==================== block 1
## src/rtl/fetch_stage_pkg.sv

```systemverilog
// Shared constants and FSM state type for the instruction-fetch stage.
package fetch_stage_pkg;

  localparam int          WORD_WIDTH        = 32;
  localparam logic [31:0] BOOT_ADDRESS      = 32'h0000_1000;
  localparam logic [31:0] NOP_INSTRUCTION   = 32'h0000_0000;
  localparam logic [31:0] INSTRUCTION_BYTES = 32'd4;

  typedef enum logic [1:0] {
    FETCH_S = 2'd0,
    HOLD_S  = 2'd1,
    DRAIN_S = 2'd2
  } fetch_state_e;

endpackage

```

## src/rtl/fetch_stage_skid_buffer.sv

```systemverilog
// One-entry skid buffer that catches an instruction returned while decode is stalled.
module fetch_skid_buffer
  import fetch_stage_pkg::*;
(
  input  logic                  clk,
  input  logic                  reset,
  input  logic                  load,
  input  logic                  unload,
  input  logic                  flush,
  input  logic [WORD_WIDTH-1:0] load_instr,
  input  logic [WORD_WIDTH-1:0] load_pc,
  output logic                  valid,
  output logic [WORD_WIDTH-1:0] instr,
  output logic [WORD_WIDTH-1:0] pc
);

  // Flush wins over load so a redirect always empties the entry; unload just clears valid.
  always_ff @(posedge clk) begin
    if (reset) begin
      valid <= 1'b0;
      instr <= NOP_INSTRUCTION;
      pc    <= '0;
    end else if (flush) begin
      valid <= 1'b0;
    end else if (load) begin
      valid <= 1'b1;
      instr <= load_instr;
      pc    <= load_pc;
    end else if (unload) begin
      valid <= 1'b0;
    end
  end

endmodule

```

## src/rtl/fetch_stage.sv

```systemverilog
// Instruction-fetch stage: owns the fetch PC, talks to the icache over req/ready,
// and feeds one instruction per cycle to decode with stall and branch handling.
module fetch_stage
  import fetch_stage_pkg::*;
(
  input  logic                  clk,
  input  logic                  reset,
  input  logic                  stall_in,
  input  logic                  branch_taken_in,
  input  logic [WORD_WIDTH-1:0] branch_target_in,
  output logic                  icache_req_out,
  output logic [WORD_WIDTH-1:0] icache_addr_out,
  input  logic                  icache_ready_in,
  input  logic [WORD_WIDTH-1:0] icache_data_in,
  output logic [WORD_WIDTH-1:0] instruction_out,
  output logic [WORD_WIDTH-1:0] pc_out,
  output logic                  valid_out
);

  fetch_state_e          state;
  fetch_state_e          next_state;
  logic [WORD_WIDTH-1:0] fetch_pc;
  logic [WORD_WIDTH-1:0] drain_addr;
  logic                  transfer;
  logic                  skid_load;
  logic                  skid_unload;
  logic                  skid_valid;
  logic [WORD_WIDTH-1:0] skid_instr;
  logic [WORD_WIDTH-1:0] skid_pc;

  assign transfer    = icache_req_out && icache_ready_in;
  assign skid_load   = !branch_taken_in && (state == FETCH_S) && transfer && stall_in;
  assign skid_unload = !branch_taken_in && (state == HOLD_S) && !stall_in;

  fetch_skid_buffer u_skid (
    .clk        (clk),
    .reset      (reset),
    .load       (skid_load),
    .unload     (skid_unload),
    .flush      (branch_taken_in),
    .load_instr (icache_data_in),
    .load_pc    (fetch_pc),
    .valid      (skid_valid),
    .instr      (skid_instr),
    .pc         (skid_pc)
  );

  // FSM state register.
  always_ff @(posedge clk) begin
    if (reset) begin
      state <= FETCH_S;
    end else begin
      state <= next_state;
    end
  end

  // Next-state logic: a redirect with a pending unanswered request must drain it first.
  always_comb begin
    next_state = state;
    if (branch_taken_in) begin
      next_state = (icache_req_out && !icache_ready_in) ? DRAIN_S : FETCH_S;
    end else begin
      case (state)
        FETCH_S: if (transfer && stall_in) next_state = HOLD_S;
        HOLD_S:  if (!stall_in) next_state = FETCH_S;
        DRAIN_S: if (icache_ready_in) next_state = FETCH_S;
        default: next_state = FETCH_S;
      endcase
    end
  end

  // Request outputs depend on registered state only; DRAIN keeps the stale address stable.
  always_comb begin
    icache_req_out  = 1'b1;
    icache_addr_out = fetch_pc;
    case (state)
      HOLD_S:  icache_req_out = 1'b0;
      DRAIN_S: icache_addr_out = drain_addr;
      default: icache_req_out = 1'b1;
    endcase
  end

  // Fetch PC, drain address and the decode-facing output register.
  always_ff @(posedge clk) begin
    if (reset) begin
      fetch_pc        <= BOOT_ADDRESS;
      drain_addr      <= BOOT_ADDRESS;
      valid_out       <= 1'b0;
      instruction_out <= NOP_INSTRUCTION;
      pc_out          <= '0;
    end else if (branch_taken_in) begin
      valid_out       <= 1'b0;
      instruction_out <= NOP_INSTRUCTION;
      fetch_pc        <= branch_target_in;
      if (icache_req_out && !icache_ready_in) begin
        drain_addr <= icache_addr_out;
      end
    end else begin
      case (state)
        FETCH_S: begin
          if (transfer) begin
            fetch_pc <= fetch_pc + INSTRUCTION_BYTES;
            if (!stall_in) begin
              valid_out       <= 1'b1;
              instruction_out <= icache_data_in;
              pc_out          <= fetch_pc;
            end
          end else if (!stall_in) begin
            valid_out       <= 1'b0;
            instruction_out <= NOP_INSTRUCTION;
          end
        end
        HOLD_S: begin
          if (!stall_in) begin
            valid_out       <= skid_valid;
            instruction_out <= skid_instr;
            pc_out          <= skid_pc;
          end
        end
        DRAIN_S: begin
          if (!stall_in) begin
            valid_out       <= 1'b0;
            instruction_out <= NOP_INSTRUCTION;
          end
        end
        default: begin
          valid_out       <= 1'b0;
          instruction_out <= NOP_INSTRUCTION;
        end
      endcase
    end
  end

endmodule
```

## config.mk

```make
export PLATFORM = sky130hd
export DESIGN_NAME = fetch_stage
export DESIGN_NICKNAME = d
export VERILOG_FILES = /design/src/rtl/fetch_stage_pkg.sv /design/src/rtl/fetch_stage_skid_buffer.sv /design/src/rtl/fetch_stage.sv
export SDC_FILE = /design/constraint.sdc
export NUM_CORES = 1
export LEC_CHECK = 0
export ABC_AREA = 1
export CAP_MARGIN = 10
export CORE_ASPECT_RATIO = 0.5
export CORE_MARGIN = 10
export CORE_UTILIZATION = 30
export DETAILED_ROUTE_END_ITERATION = 10
export GPL_TIMING_DRIVEN = 0
export PLACE_DENSITY_LB_ADDON = 0.3
export SYNTH_ARGS = -nofsm -noshare
export SYNTH_HDL_FRONTEND = slang
export SYNTH_SLANG_ARGS = --single-unit
```

## constraint.sdc

```tcl
create_clock -name clk -period 1.9 [get_ports clk]
set_clock_uncertainty 0.2 [all_clocks]
set_input_delay 0.19 -clock clk [delete_from_list [all_inputs] [get_ports clk]]
set_output_delay 0.19 -clock clk [all_outputs]
set_load 0.03 [all_outputs]
```

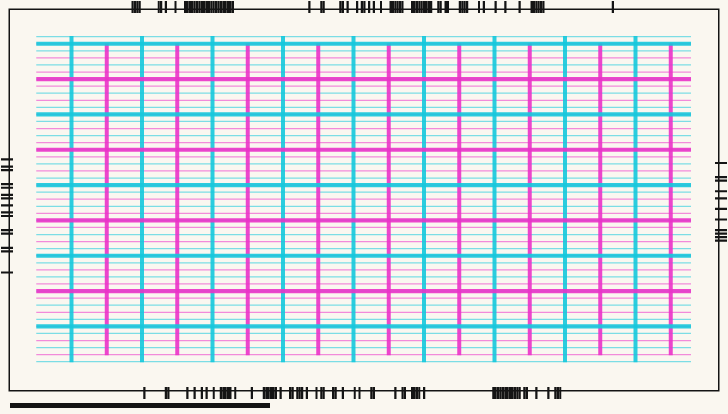
Fig. 1. PDN straps and rails (block 1).
Bar = 100 um. Pins as bars on the die edge.
| net | color |
|---|---|
| VDD | magenta |
| VSS | cyan |
met1 rails: 47
signal pins: 167
met4 straps: 18
rows: 46
die height: 146 um
die width: 273 um
Peak VDD IR: 0.557 mV

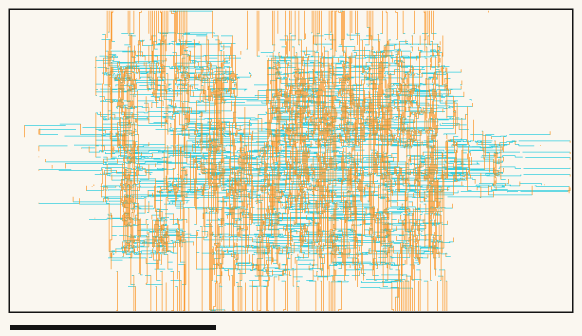
Fig. 2. Wiring by layer (block 1).
Bar = 100 um. Two of the layers only.
| layer | color | wire length |
|---|---|---|
| metal 1 | cyan | 15400 um |
| metal 2 | orange | 17900 um |
GRT Util Overall: 0.174
WL per Instance: 17.7 um
via count: 10.4k
DRT Wirelength: 36300 um

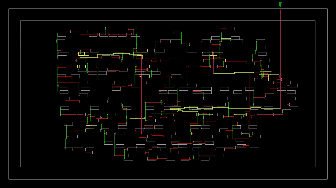
Fig. 3. Clock routing (block 1).
flip-flops: 196
clock network power: 3.70 mW

==> flow_summary.yaml <==
# synthesis and place-and-route metrics
floorplanning:
  initial_core_util: 0.303
  die_area_sq_um: 39900
timing:
  setup_ws_ps: -134
  maxSlewHeadroom: 0.488
  setup_viol: 33
cells_and_area:
  seq_share: 0.302
  final_core_util: 0.419
  clock_area_frac: 0.0439
logic_synthesis:
  yosys.stat.seqShare: 0.410
  fa_ha_area_frac: 0.00131
outcome:
  status: "complete, but fails checks"
  violations: "setup timing"
run:
  drv_cap: 0
critical_path:
  start_kind: "flop"
  crit_path_max_fanout: 8
  path_cells: "inv_6, nand2_8, buf_12, buf_12, nand2_2, o21ai_4, buf_6"
cts:
  clk_path_buf_depth: 2
  postCtsResizedCells: 392
critical path, delay by kind of cell (launching register included):
kind | cells | cell delay, ps
AND/OR/NAND/NOR | 2 | 160
buffers and inverters | 4 | 510
AND-OR/OR-AND | 1 | 90
flip-flops | 1 | 400
flip-flops by register name (all words and copies together), names as in the netlist:
name,flops
valid_out,1
state,2
drain_addr,32
u_skid.instr,32
u_skid.pc,32
instruction_out,32
u_skid.valid,1
fetch_pc,32
pc_out,32
per-layer routing:
metal	vias up	wire (um)	global-route usage
li1	5088	-	-
met1	4902	15400	0.213
met2	324	17900	0.298
met3	53	2070	0.0378
met4	2	888	0.0544
met5	-	13	0
synth_stat cells (8+ instances only):
library cell	n
nand3_1	58
o21ai_0	142
o221ai_1	31
o22ai_1	32
nand2_1	329
buf_2	31
clkbuf_1	63
nor3_1	40
a21oi_1	133
dfxtp_1	196
inv_2	8
a211oi_1	37
inv_1	144
nor2_1	96
power by group:
| group | total (mW) | internal, mW | switching, mW |
|---|---|---|---|
| combinational | 1.89 | 0.721 | 1.17 |
| sequential | 4.49 | 4.32 | 0.167 |
| clock | 3.70 | 2.01 | 1.69 |
| total | 10.1 | 7.06 | 3.02 |

==================== block 2
Fig. 4: block 2, met2 routing
Bar = 20 um.
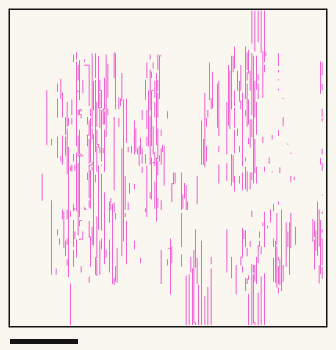
Fig. 5: block 2, metal 3
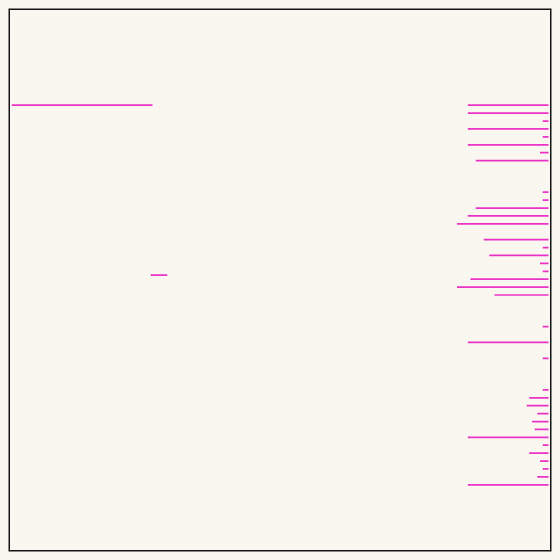
`config.mk`:
```
export PLATFORM = sky130hd
export DESIGN_NAME = hazard_stall_ctrl
export DESIGN_NICKNAME = d
export VERILOG_FILES = /design/src/rtl/hazard_pkg.sv /design/src/rtl/fwd_unit.sv /design/src/rtl/hazard_stall_ctrl.sv
export SDC_FILE = /design/constraint.sdc
export NUM_CORES = 1
export LEC_CHECK = 0
export CAP_MARGIN = 25
export CELL_PAD_IN_SITES_DETAIL_PLACEMENT = 1
export CELL_PAD_IN_SITES_GLOBAL_PLACEMENT = 2
export CORE_MARGIN = 8
export CORE_UTILIZATION = 25
export DETAILED_ROUTE_END_ITERATION = 8
export GPL_ROUTABILITY_DRIVEN = 1
export MAX_ROUTING_LAYER = met4
export PLACE_DENSITY_LB_ADDON = 0.1
export SLEW_MARGIN = 20
export SYNTH_ARGS = -nofsm -noshare
export SYNTH_HDL_FRONTEND = slang
export SYNTH_SLANG_ARGS = --single-unit
```
`constraint.sdc`:
```
create_clock -name clk -period 2.8 [get_ports clk]
set_input_delay 0.56 -clock clk [delete_from_list [all_inputs] [get_ports clk]]
set_output_delay 0.56 -clock clk [all_outputs]
set_load 0.01 [all_outputs]
```
`src/rtl/hazard_pkg.sv`:
```
// rtl/hazard_pkg.sv - shared state encoding, forwarding selects and flush bit indices for hazard_stall_ctrl
package hazard_pkg;

    typedef enum logic [1:0] {
        ST_RUN      = 2'd0,
        ST_MEM_WAIT = 2'd1,
        ST_ERR      = 2'd2
    } state_e;

    localparam logic [1:0] FWD_RF    = 2'b00;
    localparam logic [1:0] FWD_EXMEM = 2'b01;
    localparam logic [1:0] FWD_MEMWB = 2'b10;

    localparam int FLUSH_IFID  = 0;
    localparam int FLUSH_IDEX  = 1;
    localparam int FLUSH_EXMEM = 2;

    localparam logic [2:0] FLUSH_ALL = (3'b001 << FLUSH_EXMEM) | (3'b001 << FLUSH_IDEX)
                                     | (3'b001 << FLUSH_IFID);

endpackage

```
`src/rtl/fwd_unit.sv`:
```
// rtl/fwd_unit.sv - per-operand forwarding select, EX/MEM result preferred over MEM/WB
module fwd_unit
    import hazard_pkg::*;
(
    input  logic [4:0] i_ex_rs,
    input  logic [4:0] i_mem_rd,
    input  logic       i_mem_we,
    input  logic [4:0] i_wb_rd,
    input  logic       i_wb_we,
    output logic [1:0] o_fwd
);

    always_comb begin
        o_fwd = FWD_RF;
        // x0 is hardwired zero, so a producer targeting it never forwards
        if (i_ex_rs != 5'd0) begin
            if (i_mem_we && (i_mem_rd == i_ex_rs)) begin
                o_fwd = FWD_EXMEM;
            end else if (i_wb_we && (i_wb_rd == i_ex_rs)) begin
                o_fwd = FWD_MEMWB;
            end
        end
    end

endmodule

```
`src/rtl/hazard_stall_ctrl.sv`:
```
// rtl/hazard_stall_ctrl.sv - 5-stage pipeline stall/flush/forwarding sequencer
// Optional perf counters when HAZARD_PERF_CNT_EN is defined.
module hazard_stall_ctrl
    import hazard_pkg::*;
#(
    parameter logic [2:0] FLUSH_MASK  = FLUSH_ALL,
    parameter int         MEM_TIMEOUT = 16
`ifdef HAZARD_PERF_CNT_EN
    ,
    parameter int         CNT_W       = 32
`endif
) (
    input  logic       clk,
    input  logic       rst_n,
    input  logic [4:0] i_id_rs1,
    input  logic [4:0] i_id_rs2,
    input  logic       i_id_use1,
    input  logic       i_id_use2,
    input  logic [4:0] i_ex_rd,
    input  logic       i_ex_we,
    input  logic       i_ex_load,
    input  logic [4:0] i_mem_rd,
    input  logic       i_mem_we,
    input  logic [4:0] i_wb_rd,
    input  logic       i_wb_we,
    input  logic [4:0] i_ex_rs1,
    input  logic [4:0] i_ex_rs2,
    input  logic       i_redirect,
    input  logic       i_mem_req,
    input  logic       i_mem_ready,
    output logic       o_stall_pc,
    output logic       o_stall_if_id,
    output logic       o_stall_id_ex,
    output logic       o_stall_ex_mem,
    output logic [2:0] o_flush,
    output logic       o_bubble_mem_wb,
    output logic [1:0] o_fwd_a,
    output logic [1:0] o_fwd_b,
    output logic       o_err
`ifdef HAZARD_PERF_CNT_EN
    ,
    output logic [CNT_W-1:0] o_cnt_lduse,
    output logic [CNT_W-1:0] o_cnt_flush,
    output logic [CNT_W-1:0] o_cnt_memwait
`endif
);

    localparam logic [15:0] TIMEOUT_LAST = 16'(MEM_TIMEOUT - 1);

    state_e      r_state;
    logic [15:0] r_wait_cnt;
    logic        r_pend_redir;

    logic        w_mem_stall;
    logic        w_timeout;
    logic        w_lduse_hit;
    logic        w_flush_fire;
    logic        w_lduse_fire;

    // The cycle DRAM completes is not stalled: MEM/WB captures the returned data
    always_comb begin
        w_mem_stall = 1'b0;
        case (r_state)
            ST_RUN:      w_mem_stall = i_mem_req && !i_mem_ready;
            ST_MEM_WAIT: w_mem_stall = !i_mem_ready;
            ST_ERR:      w_mem_stall = 1'b1;
            default:     w_mem_stall = 1'b1;
        endcase
    end

    assign w_timeout   = (MEM_TIMEOUT > 0) && (r_wait_cnt == TIMEOUT_LAST);
    assign w_lduse_hit = i_ex_load && i_ex_we && (i_ex_rd != 5'd0)
                      && ((i_id_use1 && (i_id_rs1 == i_ex_rd))
                       || (i_id_use2 && (i_id_rs2 == i_ex_rd)));

    // A redirect (live or deferred) squashes the ID instruction, so no load-use stall is needed
    assign w_flush_fire = !w_mem_stall && (i_redirect || r_pend_redir);
    assign w_lduse_fire = !w_mem_stall && !(i_redirect || r_pend_redir) && w_lduse_hit;

    always_comb begin
        o_stall_pc      = w_mem_stall || w_lduse_fire;
        o_stall_if_id   = w_mem_stall || w_lduse_fire;
        o_stall_id_ex   = w_mem_stall;
        o_stall_ex_mem  = w_mem_stall;
        o_bubble_mem_wb = w_mem_stall;
        o_flush         = 3'b000;
        if (w_flush_fire) begin
            o_flush = FLUSH_MASK;
        end else if (w_lduse_fire) begin
            o_flush[FLUSH_IDEX] = 1'b1;
        end
    end

    assign o_err = (r_state == ST_ERR);

    fwd_unit u_fwd_a (
        .i_ex_rs  (i_ex_rs1),
        .i_mem_rd (i_mem_rd),
        .i_mem_we (i_mem_we),
        .i_wb_rd  (i_wb_rd),
        .i_wb_we  (i_wb_we),
        .o_fwd    (o_fwd_a)
    );

    fwd_unit u_fwd_b (
        .i_ex_rs  (i_ex_rs2),
        .i_mem_rd (i_mem_rd),
        .i_mem_we (i_mem_we),
        .i_wb_rd  (i_wb_rd),
        .i_wb_we  (i_wb_we),
        .o_fwd    (o_fwd_b)
    );

    always_ff @(posedge clk or negedge rst_n) begin
        if (!rst_n) begin
            r_state      <= ST_RUN;
            r_wait_cnt   <= 16'd0;
            r_pend_redir <= 1'b0;
        end else begin
            case (r_state)
                ST_RUN: begin
                    if (i_mem_req && !i_mem_ready) begin
                        r_state    <= w_timeout ? ST_ERR : ST_MEM_WAIT;
                        r_wait_cnt <= r_wait_cnt + 16'd1;
                    end
                end
                ST_MEM_WAIT: begin
                    if (i_mem_ready) begin
                        r_state    <= ST_RUN;
                        r_wait_cnt <= 16'd0;
                    end else if (w_timeout) begin
                        r_state    <= ST_ERR;
                    end else begin
                        r_wait_cnt <= r_wait_cnt + 16'd1;
                    end
                end
                ST_ERR: begin
                    r_state <= ST_ERR;
                end
                default: begin
                    r_state    <= ST_RUN;
                    r_wait_cnt <= 16'd0;
                end
            endcase

            // Redirects arriving while frozen collapse into one flush on the first free cycle
            if (w_mem_stall) begin
                r_pend_redir <= r_pend_redir || i_redirect;
            end else begin
                r_pend_redir <= 1'b0;
            end
        end
    end

`ifdef HAZARD_PERF_CNT_EN
    logic [CNT_W-1:0] r_cnt_lduse;
    logic [CNT_W-1:0] r_cnt_flush;
    logic [CNT_W-1:0] r_cnt_memwait;

    always_ff @(posedge clk or negedge rst_n) begin
        if (!rst_n) begin
            r_cnt_lduse   <= '0;
            r_cnt_flush   <= '0;
            r_cnt_memwait <= '0;
        end else begin
            if (w_lduse_fire && (r_cnt_lduse != '1)) begin
                r_cnt_lduse <= r_cnt_lduse + 1'b1;
            end
            if (w_flush_fire && (r_cnt_flush != '1)) begin
                r_cnt_flush <= r_cnt_flush + 1'b1;
            end
            if (w_mem_stall && (r_cnt_memwait != '1)) begin
                r_cnt_memwait <= r_cnt_memwait + 1'b1;
            end
        end
    end

    assign o_cnt_lduse   = r_cnt_lduse;
    assign o_cnt_flush   = r_cnt_flush;
    assign o_cnt_memwait = r_cnt_memwait;
`endif

endmodule

```
==> flow_summary.yaml <==
# synthesis and place-and-route metrics
outcome:
  status: "finished, final reports clean"
cells_and_area:
  drive_above_1_share: 0.112
pwr:
  leakage_nw: 0.925
  power-top-group: "sequential cells"
  peakVddDrop_mv: 0.207
critical_path:
  start_kind: "input pin"
  critPathKind: "in2out"
  cp.depth: 7
logic_synthesis:
  ys.flop_type: "dfrtp_1"
  synth-edff-count: 0
hold_path:
  hold_depth: 1
route:
  vias_per_cell: 5.04
cts:
  ctsHoldBuffers: 0
  clk_path_buf_depth: 2
placement:
  io_buffers: 58
global_routing:
  grt_pass1_wl_um: 9060
floorplanning:
  fp.coreArea_sq_um: 5820
  io_pins: 59
About Fig. 4:
longest straight run: 41.5 um
wire length on this layer: 2600 um
share of all routed wire: 47%
main direction: vertical
via count: 1632
DRT Wirelength: 5470 um
GR Util met2: 0.222

About Fig. 5:
wire length on this layer: 261 um
main direction: horizontal
met3 Usage GRT: 0.0218

-- path summary, 6_finish.rpt --
kind,startpoint,endpoint,slack [ps]
worst max-delay path,i_ex_rs2[1],o_fwd_b[1],90
worst min-delay path,r_wait_cnt[15]$_DFFE_PN0P_,r_wait_cnt[15]$_DFFE_PN0P_,490
worst max register to register,r_wait_cnt[0]$_DFFE_PN0P_,r_wait_cnt[10]$_DFFE_PN0P_,720
worst min register to register,r_wait_cnt[15]$_DFFE_PN0P_,r_wait_cnt[15]$_DFFE_PN0P_,490
max in group asynchronous,rst_n,r_state[0]$_DFFE_PN0P_,1950
min in group asynchronous,rst_n,r_wait_cnt[7]$_DFFE_PN0P_,640
-- metal layers --
layer,vias to the layer above,global-route usage
met4,0,0.0322
met3,2,0.0218
li1,800,-
met2,38,0.222
met1,792,0.160
met5,-,-
-- area by class of cell --
| cell class | instances | area (sq um) | area share |
|---|---|---|---|
| clock buffer | 4 | 45.0 | 0.0199 |
| inverter | 2 | 7.51 | 0.00331 |
| multi-input combinational | 152 | 967 | 0.427 |
| sequential | 19 | 475 | 0.210 |
| tap | 75 | 93.8 | 0.0414 |
| timing repair buffer | 72 | 676 | 0.298 |

==================== block 3
--- config.mk ---
export PLATFORM = sky130hd
export DESIGN_NAME = clk_div_ctrl
export DESIGN_NICKNAME = d
export VERILOG_FILES = /design/src/rtl/clkdiv_pkg.sv /design/src/rtl/clk_div_core.sv /design/src/rtl/clk_div_ctrl.sv
export SDC_FILE = /design/constraint.sdc
export NUM_CORES = 1
export LEC_CHECK = 0
export CELL_PAD_IN_SITES_DETAIL_PLACEMENT = 1
export CELL_PAD_IN_SITES_GLOBAL_PLACEMENT = 1
export CORE_AREA = 5 5 79 66
export DETAILED_ROUTE_END_ITERATION = 6
export DIE_AREA = 0 0 84 71
export GPL_ROUTABILITY_DRIVEN = 0
export GPL_TIMING_DRIVEN = 0
export PLACE_DENSITY_LB_ADDON = 0.05
export SLEW_MARGIN = 30
export SYNTH_ARGS = -nofsm -noshare
export SYNTH_HDL_FRONTEND = slang
export SYNTH_HIERARCHICAL = 1
export SYNTH_SLANG_ARGS = --single-unit
--- constraint.sdc ---
create_clock -name clk_in -period 5.8 [get_ports clk_in]
set_clock_uncertainty 0.2 [all_clocks]
set_input_delay 0.87 -clock clk_in [delete_from_list [all_inputs] [get_ports clk_in]]
set_output_delay 0.87 -clock clk_in [all_outputs]
set_load 0.05 [all_outputs]
--- src/rtl/clkdiv_pkg.sv ---
// Shared definitions for the run-time even clock divider: FSM state
// encoding, default counter width and the smallest legal half-period.
package clkdiv_pkg;

    typedef enum logic [1:0] {
        IDLE  = 2'd0,
        RUN   = 2'd1,
        DRAIN = 2'd2
    } state_t;

    localparam int DEF_CW   = 8;
    localparam int HALF_MIN = 1;

endpackage

--- src/rtl/clk_div_core.sv ---
// Divider datapath: half-period counter, compare, clk_out toggle and the
// boundary flag (the edge on which clk_out falls). run=0 holds everything
// at zero; load_half restarts the count when a new half-period is taken.
module clk_div_core
    import clkdiv_pkg::*;
#(
    parameter int CW = DEF_CW
)(
    input  logic          clk_in,
    input  logic          rst,
    input  logic          run,
    input  logic          load_half,
    input  logic [CW-1:0] half,
    output logic          clk_out,
    output logic          boundary,
    output logic          period_done
);

    logic [CW-1:0] cnt;
    logic          tick;

    // cnt never exceeds half-1, so the compare needs no overflow guard
    assign tick     = (cnt == half - CW'(1));
    assign boundary = run & tick & clk_out;

    // Count half-periods, toggle clk_out on terminal count, flag each falling toggle
    always_ff @(posedge clk_in or negedge rst) begin
        if (!rst) begin
            cnt         <= '0;
            clk_out     <= 1'b0;
            period_done <= 1'b0;
        end else begin
            period_done <= boundary;
            if (!run) begin
                cnt     <= '0;
                clk_out <= 1'b0;
            end else if (tick) begin
                cnt     <= '0;
                clk_out <= ~clk_out;
            end else if (load_half) begin
                cnt <= '0;
            end else begin
                cnt <= cnt + CW'(1);
            end
        end
    end

endmodule

--- src/rtl/clk_div_ctrl.sv ---
// Run-time controller for an even clock divider (clk_out = clk_in/(2*half)).
// Owns the IDLE/RUN/DRAIN FSM, the one-entry pending ratio register and the
// valid/ready handshake; new ratios take effect only on a falling clk_out
// boundary (or on the next edge while idle).
// Optional feature: define CLKDIV_CFG_CHECK_EN to reject cfg_half==0 and
// report it on a sticky cfg_err output; otherwise a zero is clamped to 1.
module clk_div_ctrl
    import clkdiv_pkg::*;
#(
    parameter int CW       = DEF_CW,
    parameter int DEF_HALF = 1
)(
    input  logic          clk_in,
    input  logic          rst,
    input  logic          en,
    input  logic          cfg_valid,
    input  logic [CW-1:0] cfg_half,
    output logic          cfg_ready,
    output logic          clk_out,
    output logic          period_done,
    output logic          busy,
    output logic [CW-1:0] active_half
`ifdef CLKDIV_CFG_CHECK_EN
    ,
    output logic          cfg_err
`endif
);

    state_t        state, state_nx;
    logic          pend_full;
    logic [CW-1:0] pend_half;
    logic [CW-1:0] cfg_val;
    logic          accept;
    logic          take;
    logic          boundary;
    logic          apply;
    logic          run;

`ifdef CLKDIV_CFG_CHECK_EN
    // A zero ratio completes the handshake but never reaches the pending slot
    assign take    = accept & (cfg_half != '0);
    assign cfg_val = cfg_half;

    // Sticky error flag for rejected zero ratios
    always_ff @(posedge clk_in or negedge rst) begin
        if (!rst)
            cfg_err <= 1'b0;
        else if (accept && (cfg_half == '0))
            cfg_err <= 1'b1;
    end
`else
    function automatic logic [CW-1:0] clamp_half(input logic [CW-1:0] h);
        return (h < CW'(HALF_MIN)) ? CW'(HALF_MIN) : h;
    endfunction

    assign take    = accept;
    assign cfg_val = clamp_half(cfg_half);
`endif

    assign cfg_ready = ~pend_full;
    assign accept    = cfg_valid & cfg_ready;
    assign run       = (state != IDLE);
    assign busy      = run;
    // Idle: apply on the edge after acceptance. Running: only on a falling boundary.
    assign apply     = pend_full & (~run | boundary);

    // FSM state register
    always_ff @(posedge clk_in or negedge rst) begin
        if (!rst)
            state <= IDLE;
        else
            state <= state_nx;
    end

    // Next state: a stop request waits for the falling boundary so no high phase is cut short
    always_comb begin
        state_nx = state;
        unique case (state)
            IDLE:    if (en) state_nx = RUN;
            RUN:     if (!en) state_nx = boundary ? IDLE : DRAIN;
            DRAIN: begin
                if (en)
                    state_nx = RUN;
                else if (boundary)
                    state_nx = IDLE;
            end
            default: state_nx = IDLE;
        endcase
    end

    // Pending-slot occupancy and the active half-period
    always_ff @(posedge clk_in or negedge rst) begin
        if (!rst) begin
            pend_full   <= 1'b0;
            active_half <= CW'(DEF_HALF);
        end else begin
            if (take)
                pend_full <= 1'b1;
            else if (apply)
                pend_full <= 1'b0;
            if (apply)
                active_half <= pend_half;
        end
    end

    // Pending ratio value; only meaningful while pend_full is set
    always_ff @(posedge clk_in) begin
        if (take)
            pend_half <= cfg_val;
    end

    clk_div_core #(
        .CW (CW)
    ) u_core (
        .clk_in      (clk_in),
        .rst         (rst),
        .run         (run),
        .load_half   (apply),
        .half        (active_half),
        .clk_out     (clk_out),
        .boundary    (boundary),
        .period_done (period_done)
    );

endmodule

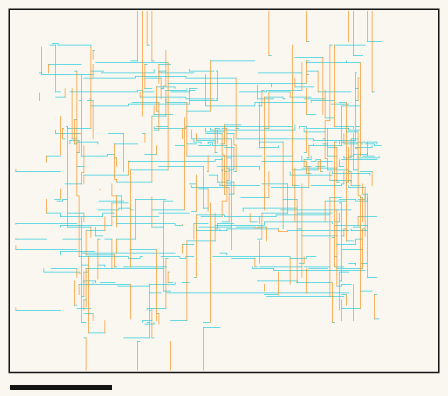
Fig. 6. Wiring by layer (block 3).
Bar = 20 um. Two of the layers only.
| layer | color | wire length |
|---|---|---|
| metal 2 | orange | 1440 um |
| metal 1 | cyan | 1530 um |

==> flow_summary.yaml <==
# synthesis and place-and-route metrics
cells_and_area:
  lay_top_cells: "clkdlybuf4s50_1 (22), dfrtp_1 (20), nor3_1 (11)"
  nets: 169
  final_cells: 216
  seq_share: 0.411
  nClkBuffers: 5
  drive_above_1_share: 0.173
timing:
  setup_ws_ps: 2280
  finalCritPeriodShare: 0.606
  report.final.slew_viol_count: 0
  maxSlewHeadroom: 0.467
route:
  m1WireLength_um: 1530
  top_layer_used: "met4"
  drtIter0Drc: 44
  met2WireLength_um: 1440
  detail-route-antenna-nets: 0
  via_count: 986
logic_synthesis:
  floorplan.nets: 139
  ys.flop_type: "dfrtp_1"
  ys.flops: 29
  async_flop_share: 0.724
  yosys.stat.seqShare: 0.528
critical_path:
  cp.arrival_ps: 3450
  cpMaxStageDelayCell: "dfrtp_1"
  cpPeakStageDelay_ps: 450
  cp.required_ps: 5730
  critPathKind: "reg2reg"
  r2r_cells: 12
  start_kind: "flop"
  r2r-end: "u_core/cnt[7]$_DFF_PN0_"
hold_path:
  hold_depth: 1
  hold_start: "pend_half[7]$_SDFFCE_PN0P_"
global_routing:
  gr-usage-all-layers: 0.112
  met1_usage: 0.143
  antenna_found_initial: 0
  overflow: 0
run:
  drv_cap: 0
  openroad.warnings: 26
outcome:
  status: "finished, final reports clean"
pwr:
  p_int_mw: 0.546
  seqPwrFrac: 0.360
  power_density_nw_per_um2: 498
placement:
  post-dp-hpwl_um: 2320
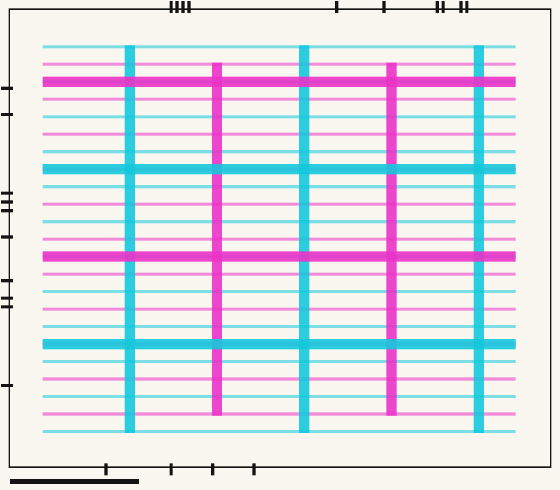
Fig. 7. PDN straps and rails (block 3).
Bar = 20 um. Pins as bars on the die edge.
| net | color |
|---|---|
| VDD | magenta |
| VSS | cyan |
met1 rails: 23
met5 straps: 4
rows: 22
met4 straps: 5

-- kinds of logic after synthesis --
logic type                 after synthesis  share of synthesized area
xor gates and xnor gates                14                     0.0843
adders and majority gates                2                     0.0172
AOI/OAI and AO/OA                       12                     0.0800
muxes                                    9                     0.0688
DFF                                     29                      0.528
buffers and inverters                   16                     0.0422
and+or+nand+nor                         43                      0.180
-- worst max path at each step --
| stage | start | cells past startpoint | slack, ps | endpoint |
|---|---|---|---|---|
| 6_report | active_half[1]$_DFFE_PN0P_ | 12 | 2280 | u_core/cnt[7]$_DFF_PN0_ |
| 3_3_place_gp | active_half[1]$_DFFE_PN0P_ | 12 | 2350 | u_core/cnt[7]$_DFF_PN0_ |
| 3_5_place_dp | active_half[1]$_DFFE_PN0P_ | 12 | 2230 | u_core/cnt[7]$_DFF_PN0_ |
| 5_1_grt | active_half[1]$_DFFE_PN0P_ | 12 | 2080 | u_core/cnt[3]$_DFF_PN0_ |
| 2_1_floorplan | active_half[1]$_DFFE_PN0P_ | 12 | 2590 | u_core/cnt[2]$_DFF_PN0_ |
| 4_1_cts | active_half[1]$_DFFE_PN0P_ | 12 | 2220 | u_core/cnt[3]$_DFF_PN0_ |

==================== block 4
Fig. 8: block 4, PDN straps and rails
Bar = 50 um. Pins as bars on the die edge.
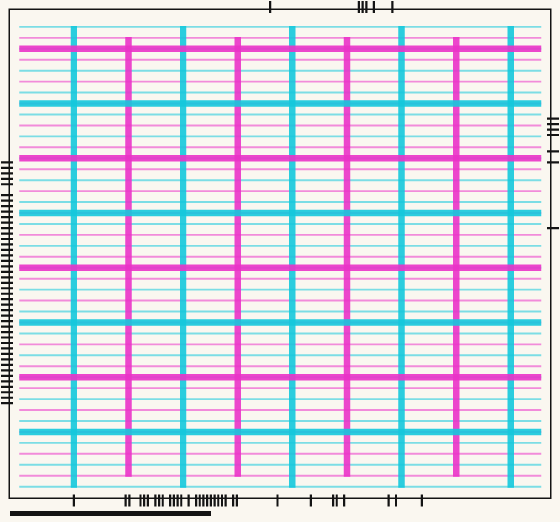
Fig. 9: block 4, met2 routing
Bar = 50 um.
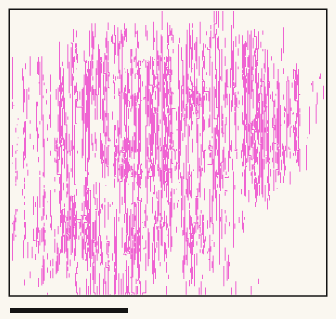
Fig. 10: block 4, metal 3
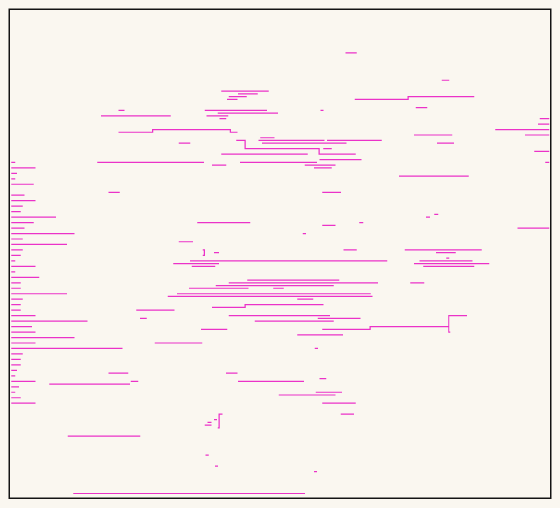
--- src/rtl/codec_reg_arbiter.sv ---
// ============================================================================
// Module   : codec_reg_arbiter
// Purpose  : Round-robin arbiter that funnels NUM_REQ codec register writers
//            onto one SPI master, generates the CS latch pulse and keeps a
//            readable shadow of the write-only codec registers.
//            Optional: CODEC_WRITE_DEDUP_EN skips writes that match the shadow.
// Revision : 1.0 - initial release
// ============================================================================
`default_nettype none

module codec_reg_arbiter #(
    parameter int NUM_REQ = 3,
    parameter int CS_HOLD = 2,
    parameter int GAP     = 4
) (
    input  logic                 clk,
    input  logic                 reset,
    input  logic [NUM_REQ-1:0]   req,
    input  logic [7*NUM_REQ-1:0] req_addr,
    input  logic [9*NUM_REQ-1:0] req_data,
    output logic [NUM_REQ-1:0]   ack,
    output logic                 err,
    output logic [15:0]          spi_data,
    output logic                 spi_trg,
    input  logic                 spi_rdy,
    output logic                 cs,
    output logic                 busy,
    input  logic [3:0]           rd_addr,
    output logic [8:0]           rd_data
);

    localparam int c_IW      = (NUM_REQ > 1) ? $clog2(NUM_REQ) : 1;
    localparam int c_IW1     = c_IW + 1;
    localparam int c_CNT_MAX = (CS_HOLD > GAP) ? CS_HOLD : GAP;
    localparam int c_CW      = $clog2(c_CNT_MAX + 1);
    localparam int c_NREG    = 10;

    typedef enum logic [2:0] {
        S_IDLE  = 3'd0,
        S_CHECK = 3'd1,
        S_LOAD  = 3'd2,
        S_SHIFT = 3'd3,
        S_LATCH = 3'd4,
        S_GAP   = 3'd5
    } state_t;

    state_t               r_state;
    state_t               w_state_nxt;

    logic [c_IW-1:0]      r_grant;
    logic [c_IW-1:0]      r_last;
    logic [6:0]           r_addr;
    logic [8:0]           r_data;
    logic [NUM_REQ-1:0]   r_ack;
    logic                 r_err;
    logic                 r_trg;
    logic [15:0]          r_spi_data;
    logic                 r_cs;
    logic                 r_busy;
    logic [c_CW-1:0]      r_cnt;
    logic                 r_fall_seen;
    logic [8:0]           r_shadow [0:c_NREG-1];
    logic [8:0]           r_rd_data;

    logic                 w_found;
    logic [c_IW1-1:0]     w_cand;
    logic [c_IW-1:0]      w_grant_idx;
    logic [6:0]           w_sel_addr;
    logic [8:0]           w_sel_data;
    logic [NUM_REQ-1:0]   w_grant_oh;
    logic                 w_addr_ok;
    logic                 w_dup;
    logic                 w_grant;
    logic                 w_ack_set;
    logic                 w_err_set;
    logic                 w_trg_set;
    logic                 w_wr;
    logic                 w_reload;
    logic                 w_cnt_clr;
    logic                 w_cnt_inc;

    function automatic logic [8:0] f_default(input int idx);
        case (idx)
            0, 1:    f_default = 9'h097;
            2, 3:    f_default = 9'h079;
            4, 7:    f_default = 9'h00A;
            5:       f_default = 9'h008;
            6:       f_default = 9'h09F;
            default: f_default = 9'h000;
        endcase
    endfunction

    // Search starts one past the last served requester, wrapping once.
    always_comb begin
        w_found     = 1'b0;
        w_cand      = '0;
        w_grant_idx = '0;
        for (int k = 0; k < NUM_REQ; k++) begin
            w_cand = {1'b0, r_last} + c_IW1'(k + 1);
            if (w_cand >= c_IW1'(NUM_REQ)) begin
                w_cand = w_cand - c_IW1'(NUM_REQ);
            end
            if (!w_found && req[w_cand[c_IW-1:0]]) begin
                w_found     = 1'b1;
                w_grant_idx = w_cand[c_IW-1:0];
            end
        end
    end

    always_comb begin
        w_sel_addr = '0;
        w_sel_data = '0;
        for (int i = 0; i < NUM_REQ; i++) begin
            if (w_grant_idx == c_IW'(i)) begin
                w_sel_addr = req_addr[7*i +: 7];
                w_sel_data = req_data[9*i +: 9];
            end
        end
    end

    assign w_grant_oh = NUM_REQ'(1) << r_grant;
    assign w_addr_ok  = (r_addr <= 7'd9) || (r_addr == 7'h0F);

`ifdef CODEC_WRITE_DEDUP_EN
    logic [8:0] w_shadow_cur;

    always_comb begin
        w_shadow_cur = '0;
        for (int i = 0; i < c_NREG; i++) begin
            if (r_addr == 7'(i)) begin
                w_shadow_cur = r_shadow[i];
            end
        end
    end

    // 0x0F never matches the first term, so a codec reset is always sent.
    assign w_dup = (r_addr <= 7'd9) && (r_data == w_shadow_cur);
`else
    assign w_dup = 1'b0;
`endif

    always_ff @(posedge clk or posedge reset) begin
        if (reset) begin
            r_state <= S_IDLE;
        end else begin
            r_state <= w_state_nxt;
        end
    end

    always_comb begin
        w_state_nxt = r_state;
        w_grant     = 1'b0;
        w_ack_set   = 1'b0;
        w_err_set   = 1'b0;
        w_trg_set   = 1'b0;
        w_wr        = 1'b0;
        w_reload    = 1'b0;
        w_cnt_clr   = 1'b0;
        w_cnt_inc   = 1'b0;
        case (r_state)
            S_IDLE: begin
                // Hold off one cycle while ack is out so the requester can drop req.
                if (w_found && (r_ack == '0)) begin
                    w_grant     = 1'b1;
                    w_state_nxt = S_CHECK;
                end
            end
            S_CHECK: begin
                if (!w_addr_ok) begin
                    w_ack_set   = 1'b1;
                    w_err_set   = 1'b1;
                    w_state_nxt = S_IDLE;
                end else if (w_dup) begin
                    w_ack_set   = 1'b1;
                    w_state_nxt = S_IDLE;
                end else begin
                    w_state_nxt = S_LOAD;
                end
            end
            S_LOAD: begin
                if (spi_rdy) begin
                    w_trg_set   = 1'b1;
                    w_state_nxt = S_SHIFT;
                end
            end
            S_SHIFT: begin
                if (r_fall_seen && spi_rdy) begin
                    w_cnt_clr   = 1'b1;
                    w_state_nxt = S_LATCH;
                end
            end
            S_LATCH: begin
                if (r_cnt == c_CW'(CS_HOLD - 1)) begin
                    if (r_addr == 7'h0F) begin
                        w_reload = 1'b1;
                    end else begin
                        w_wr = 1'b1;
                    end
                    w_cnt_clr   = 1'b1;
                    w_state_nxt = S_GAP;
                end else begin
                    w_cnt_inc = 1'b1;
                end
            end
            S_GAP: begin
                if (r_cnt == c_CW'(GAP - 1)) begin
                    w_ack_set   = 1'b1;
                    w_cnt_clr   = 1'b1;
                    w_state_nxt = S_IDLE;
                end else begin
                    w_cnt_inc = 1'b1;
                end
            end
            default: begin
                w_state_nxt = S_IDLE;
            end
        endcase
    end

    always_ff @(posedge clk or posedge reset) begin
        if (reset) begin
            r_grant     <= '0;
            r_last      <= c_IW'(NUM_REQ - 1);
            r_addr      <= '0;
            r_data      <= '0;
            r_ack       <= '0;
            r_err       <= 1'b0;
            r_trg       <= 1'b0;
            r_spi_data  <= '0;
            r_cs        <= 1'b1;
            r_busy      <= 1'b0;
            r_cnt       <= '0;
            r_fall_seen <= 1'b0;
        end else begin
            r_ack  <= w_ack_set ? w_grant_oh : '0;
            r_err  <= w_err_set;
            r_trg  <= w_trg_set;
            r_cs   <= (w_state_nxt != S_LATCH);
            r_busy <= (w_state_nxt != S_IDLE);
            if (w_grant) begin
                r_grant <= w_grant_idx;
                r_addr  <= w_sel_addr;
                r_data  <= w_sel_data;
            end
            if (w_ack_set) begin
                r_last <= r_grant;
            end
            // A rising rdy only counts once the master has shown it went busy.
            if (w_trg_set) begin
                r_spi_data  <= {r_addr, r_data};
                r_fall_seen <= 1'b0;
            end else if ((r_state == S_SHIFT) && !spi_rdy) begin
                r_fall_seen <= 1'b1;
            end
            if (w_cnt_clr) begin
                r_cnt <= '0;
            end else if (w_cnt_inc) begin
                r_cnt <= r_cnt + c_CW'(1);
            end
        end
    end

    always_ff @(posedge clk or posedge reset) begin
        if (reset) begin
            for (int i = 0; i < c_NREG; i++) begin
                r_shadow[i] <= f_default(i);
            end
            r_rd_data <= '0;
        end else begin
            if (w_reload) begin
                for (int i = 0; i < c_NREG; i++) begin
                    r_shadow[i] <= f_default(i);
                end
            end else if (w_wr) begin
                for (int i = 0; i < c_NREG; i++) begin
                    if (r_addr == 7'(i)) begin
                        r_shadow[i] <= r_data;
                    end
                end
            end
            r_rd_data <= '0;
            for (int i = 0; i < c_NREG; i++) begin
                if (rd_addr == 4'(i)) begin
                    r_rd_data <= r_shadow[i];
                end
            end
        end
    end

    assign ack      = r_ack;
    assign err      = r_err;
    assign spi_data = r_spi_data;
    assign spi_trg  = r_trg;
    assign cs       = r_cs;
    assign busy     = r_busy;
    assign rd_data  = r_rd_data;

endmodule

`default_nettype wire

--- config.mk ---
export PLATFORM = sky130hd
export DESIGN_NAME = codec_reg_arbiter
export DESIGN_NICKNAME = d
export VERILOG_FILES = /design/src/rtl/codec_reg_arbiter.sv
export SDC_FILE = /design/constraint.sdc
export NUM_CORES = 1
export LEC_CHECK = 0
export CAP_MARGIN = 10
export CELL_PAD_IN_SITES_DETAIL_PLACEMENT = 0
export CELL_PAD_IN_SITES_GLOBAL_PLACEMENT = 1
export CORE_ASPECT_RATIO = 0.9
export CORE_MARGIN = 2
export CORE_UTILIZATION = 48
export DETAILED_ROUTE_END_ITERATION = 7
export PLACE_DENSITY = 0.88
export SLEW_MARGIN = 20
export SYNTH_ARGS = -nofsm -noshare
export SYNTH_HDL_FRONTEND = slang
export SYNTH_SLANG_ARGS = --single-unit
--- constraint.sdc ---
create_clock -name clk -period 15.04 [get_ports clk]
set_input_delay 3.008 -clock clk [delete_from_list [all_inputs] [get_ports clk]]
set_output_delay 3.008 -clock clk [all_outputs]
set_load 0.005 [all_outputs]
==> flow_summary.yaml <==
# synthesis and place-and-route metrics
cts:
  cts_tree: "built"
critical_path:
  crit_path_max_fanout: 22
pwr:
  peakVddDrop_mv: 0.100
cells_and_area:
  antenna_cells: 0
  lay_top_cells: "dfrtp_1 (116), clkdlybuf4s50_1 (89), nand2_1 (86)"
  area_growth_pct: 21.7
floorplanning:
  die_h_um: 121
logic_synthesis:
  yosys.stat.seqShare: 0.515
  ys_cells: 669
placement:
  post-place-ws_ps: 9540
timing:
  rsz0062_at_grt: "no"
  fmax_ghz: 0.195
route:
  m1WireLength_um: 8380
  drtPass1Iterations: 5
outcome:
  status: "finished, final reports clean"
global_routing:
  grt_start_max_net_pins: 94
About Fig. 8:
| net | color |
|---|---|
| VDD | magenta |
| VSS | cyan |
signal pins: 90
met5 straps: 8
met1 rails: 43
rows: 42
met4 straps: 9

About Fig. 9:
main direction: vertical
longest straight run: 68.7 um
via count: 5605
DRT Wirelength: 19100 um
GR Util met2: 0.386

About Fig. 10:
share of all routed wire: 6.9%
wire length on this layer: 1320 um
nets with wire on the layer: 111
main direction: horizontal
met3 Usage GRT: 0.0664

## kinds of logic after synthesis
| kind of cell | count (synthesis) | share of synthesized area |
|---|---|---|
| buffers and inverters | 68 | 0.0398 |
| and+or+nand+nor | 205 | 0.138 |
| muxes | 100 | 0.163 |
| xor gates and xnor gates | 3 | 0.00359 |
| DFF | 149 | 0.515 |
| adders and majority gates | 6 | 0.0103 |
| AOI/OAI and AO/OA | 138 | 0.130 |
## flip-flops by register name, summed over array words and instances, names as in the netlist
register	flops
r_grant	2
spi_trg	1
r_addr	7
spi_data	16
err	1
r_cnt	3
r_state	3
busy	1
rd_data	9
r_shadow	90
r_fall_seen	1
r_data	9
ack	3
cs	1
r_last	2
## critical path: stages
cell and delay [ps]:
clkdlybuf4s50_1 1190, nor2b_1 690, a22oi_1 210, nand3_1 120
o21ai_0 100, o22ai_1 140
## layout make-up
class | instances | area share
Sequential cell | 149 | 0.423
Timing Repair Buffer | 95 | 0.105
Multi-Input combinational cell | 452 | 0.366
Tap cell | 198 | 0.0278
Clock inverter | 12 | 0.0133
Clock buffer | 20 | 0.0513
Inverter | 31 | 0.0136

==================== block 5
===== src/rtl/ex_mem_skid.sv =====
// Two-entry skid buffer between EX and MEM; registers every MEM-facing field
// so out_ready never reaches EX combinationally, and holds the GT/ET flags.
module ex_mem_skid #(
  parameter int unsigned DATA_W = 32,
  parameter int unsigned RD_W   = 4
) (
  input  logic              clk,
  input  logic              rst,
  input  logic              flush,
  input  logic              in_valid,
  output logic              in_ready,
  input  logic [DATA_W-1:0] in_result,
  input  logic              in_gt,
  input  logic              in_et,
  input  logic [DATA_W-1:0] in_op2,
  input  logic [RD_W-1:0]   in_rd,
  input  logic              in_is_ld,
  input  logic              in_is_st,
  input  logic              in_is_wb,
  input  logic              in_is_cmp,
  output logic              out_valid,
  input  logic              out_ready,
  output logic [DATA_W-1:0] out_result,
  output logic [DATA_W-1:0] out_op2,
  output logic [RD_W-1:0]   out_rd,
  output logic              out_is_ld,
  output logic              out_is_st,
  output logic              out_is_wb,
  output logic              flags_gt,
  output logic              flags_et,
  output logic [1:0]        count
);

  typedef struct packed {
    logic [DATA_W-1:0] result;
    logic [DATA_W-1:0] op2;
    logic [RD_W-1:0]   rd;
    logic              is_ld;
    logic              is_st;
    logic              is_wb;
  } entry_t;

  // Encoding doubles as the occupancy count.
  typedef enum logic [1:0] {
    S_EMPTY = 2'd0,
    S_ONE   = 2'd1,
    S_FULL  = 2'd2
  } state_t;

  state_t state;
  entry_t head;
  entry_t skid;
  entry_t in_entry;
  logic   push;
  logic   pop;

  assign in_entry = '{result: in_result, op2: in_op2, rd: in_rd,
                      is_ld: in_is_ld, is_st: in_is_st, is_wb: in_is_wb};

  // Ready is a function of state only, never of out_ready.
  assign in_ready = !rst && (state != S_FULL);
  assign push     = in_valid && in_ready;
  assign pop      = out_valid && out_ready;

  always_ff @(posedge clk) begin
    if (rst) begin
      state     <= S_EMPTY;
      out_valid <= 1'b0;
      head      <= '0;
      skid      <= '0;
      flags_gt  <= 1'b0;
      flags_et  <= 1'b0;
    end else if (flush) begin
      state     <= S_EMPTY;
      out_valid <= 1'b0;
    end else begin
      if (push && in_is_cmp) begin
        flags_gt <= in_gt;
        flags_et <= in_et;
      end
      case (state)
        S_EMPTY: begin
          if (push) begin
            head      <= in_entry;
            state     <= S_ONE;
            out_valid <= 1'b1;
          end
        end
        S_ONE: begin
          if (push && pop) begin
            head <= in_entry;
          end else if (push) begin
            skid  <= in_entry;
            state <= S_FULL;
          end else if (pop) begin
            state     <= S_EMPTY;
            out_valid <= 1'b0;
          end
        end
        S_FULL: begin
          if (pop) begin
            head  <= skid;
            state <= S_ONE;
          end
        end
        default: begin
          state     <= S_EMPTY;
          out_valid <= 1'b0;
        end
      endcase
    end
  end

  assign count      = state;
  assign out_result = head.result;
  assign out_op2    = head.op2;
  assign out_rd     = head.rd;
  assign out_is_ld  = head.is_ld;
  assign out_is_st  = head.is_st;
  assign out_is_wb  = head.is_wb;

endmodule

===== config.mk =====
export PLATFORM = sky130hd
export DESIGN_NAME = ex_mem_skid
export DESIGN_NICKNAME = d
export VERILOG_FILES = /design/src/rtl/ex_mem_skid.sv
export SDC_FILE = /design/constraint.sdc
export NUM_CORES = 1
export LEC_CHECK = 0
export ABC_AREA = 1
export CAP_MARGIN = 20
export CORE_MARGIN = 5
export CORE_UTILIZATION = 50
export CTS_CLUSTER_DIAMETER = 50
export DETAILED_ROUTE_END_ITERATION = 16
export PLACE_DENSITY = 0.8
export SETUP_SLACK_MARGIN = 0.15
export SLEW_MARGIN = 15
export SYNTH_ARGS = -nofsm -noshare
export SYNTH_HDL_FRONTEND = slang
export SYNTH_SLANG_ARGS = --single-unit
export TNS_END_PERCENT = 100

===== constraint.sdc =====
create_clock -name clk -period 4.4 [get_ports clk]
set_input_delay 0.66 -clock clk [delete_from_list [all_inputs] [get_ports clk]]
set_output_delay 0.66 -clock clk [all_outputs]
set_load 0.02 [all_outputs]

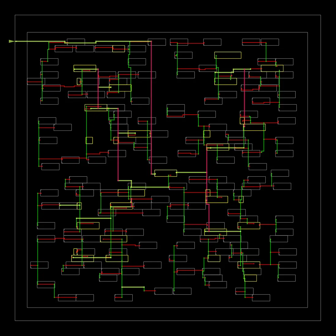
Fig. 11. Clock routing (block 5).
clk sinks: 147
total CTS buffers: 17

-- per-stage QoR --
step	area (sq um)	power (mW)	utilization	hold WS, ps	instances
final	8870	3.35	0.668	480	1343
after global routing	8870	3.47	0.668	499	1343
after CTS	8870	3.37	0.668	484	1343
after detailed placement	8270	1.91	0.622	471	1311
after global placement	8270	1.90	0.622	462	1311
after floorplan	6830	1.69	-	464	1046
-- metal layers --
| metal | part of all wire | up-vias | track usage |
|---|---|---|---|
| met1 | 0.45 | 3007 | 0.303 |
| met5 | 0 | - | 0 |
| met4 | 0.014 | 0 | 0.0738 |
| met3 | 0.066 | 28 | 0.0513 |
| li1 | - | 3461 | - |
| met2 | 0.47 | 206 | 0.359 |
-- worst max-delay path by stage --
stage,startpoint,to,depth (start not counted)
finish,rst,out_result[19]$_SDFFE_PP0P_,8
global route,rst,out_is_ld$_SDFFE_PP0P_,8
detailed placement,rst,out_result[19]$_SDFFE_PP0P_,8
global placement,rst,out_rd[1]$_SDFFE_PP0P_,8
CTS,rst,out_result[31]$_SDFFE_PP0P_,8
floorplan,count[0]$_SDFFE_PP0P_,in_ready,5
==> flow_summary.yaml <==
# synthesis and place-and-route metrics
cells_and_area:
  dominant-cell-class: "logic gates"
  drive_above_1_share: 0.0437
  area_growth_pct: 30.0
hold_path:
  hold_depth: 2
timing:
  fin_crit_ps: 2940
outcome:
  status: "finished, final reports clean"
critical_path:
  critPathKind: "in2reg"
  cp_num_buf_inv: 3
  crit_path_end_kind: "flop"
  cpMaxStageDelayCell: "buf_4"
pwr:
  powerComb_mw: 0.467
  leakage_nw: 4.22
  seqPwrFrac: 0.422
global_routing:
  grt_pass1_vias: 5994
  grt_pass1_wl_um: 29600
route:
  drtIter0Drc: 667
  drtPass1Iterations: 5
logic_synthesis:
  synth-edff-count: 0
  synth.top_cell.area_share: 0.431
run:
  openroad.warnings: 26
cts:
  ctsHoldBuffers: 0
  clk_path_buf_depth: 2


## Gallery

Met2 routing.
picture 1
Bar = 50 um.
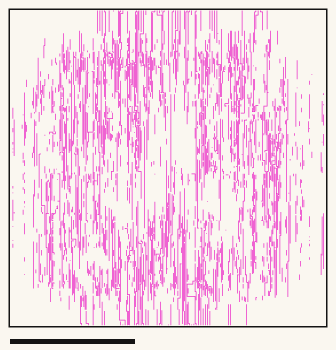
picture 2
Bar = 20 um.
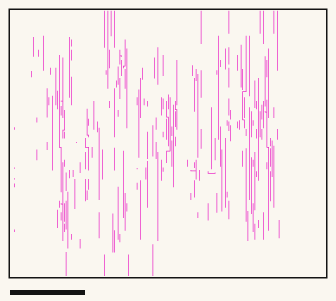
picture 3
Bar = 100 um.
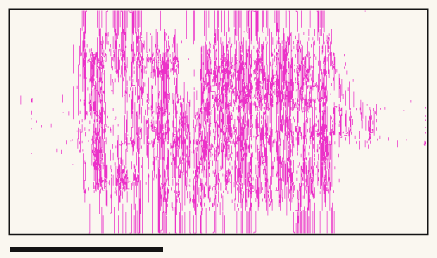
| picture | from |
|---|---|
| picture 1 | block 5 |
| picture 3 | block 1 |
| picture 2 | block 3 |

Key to picture 3:
share of all routed wire: 49%
longest straight run: 58.3 um

Power is estimated from default activity; no workload was simulated.
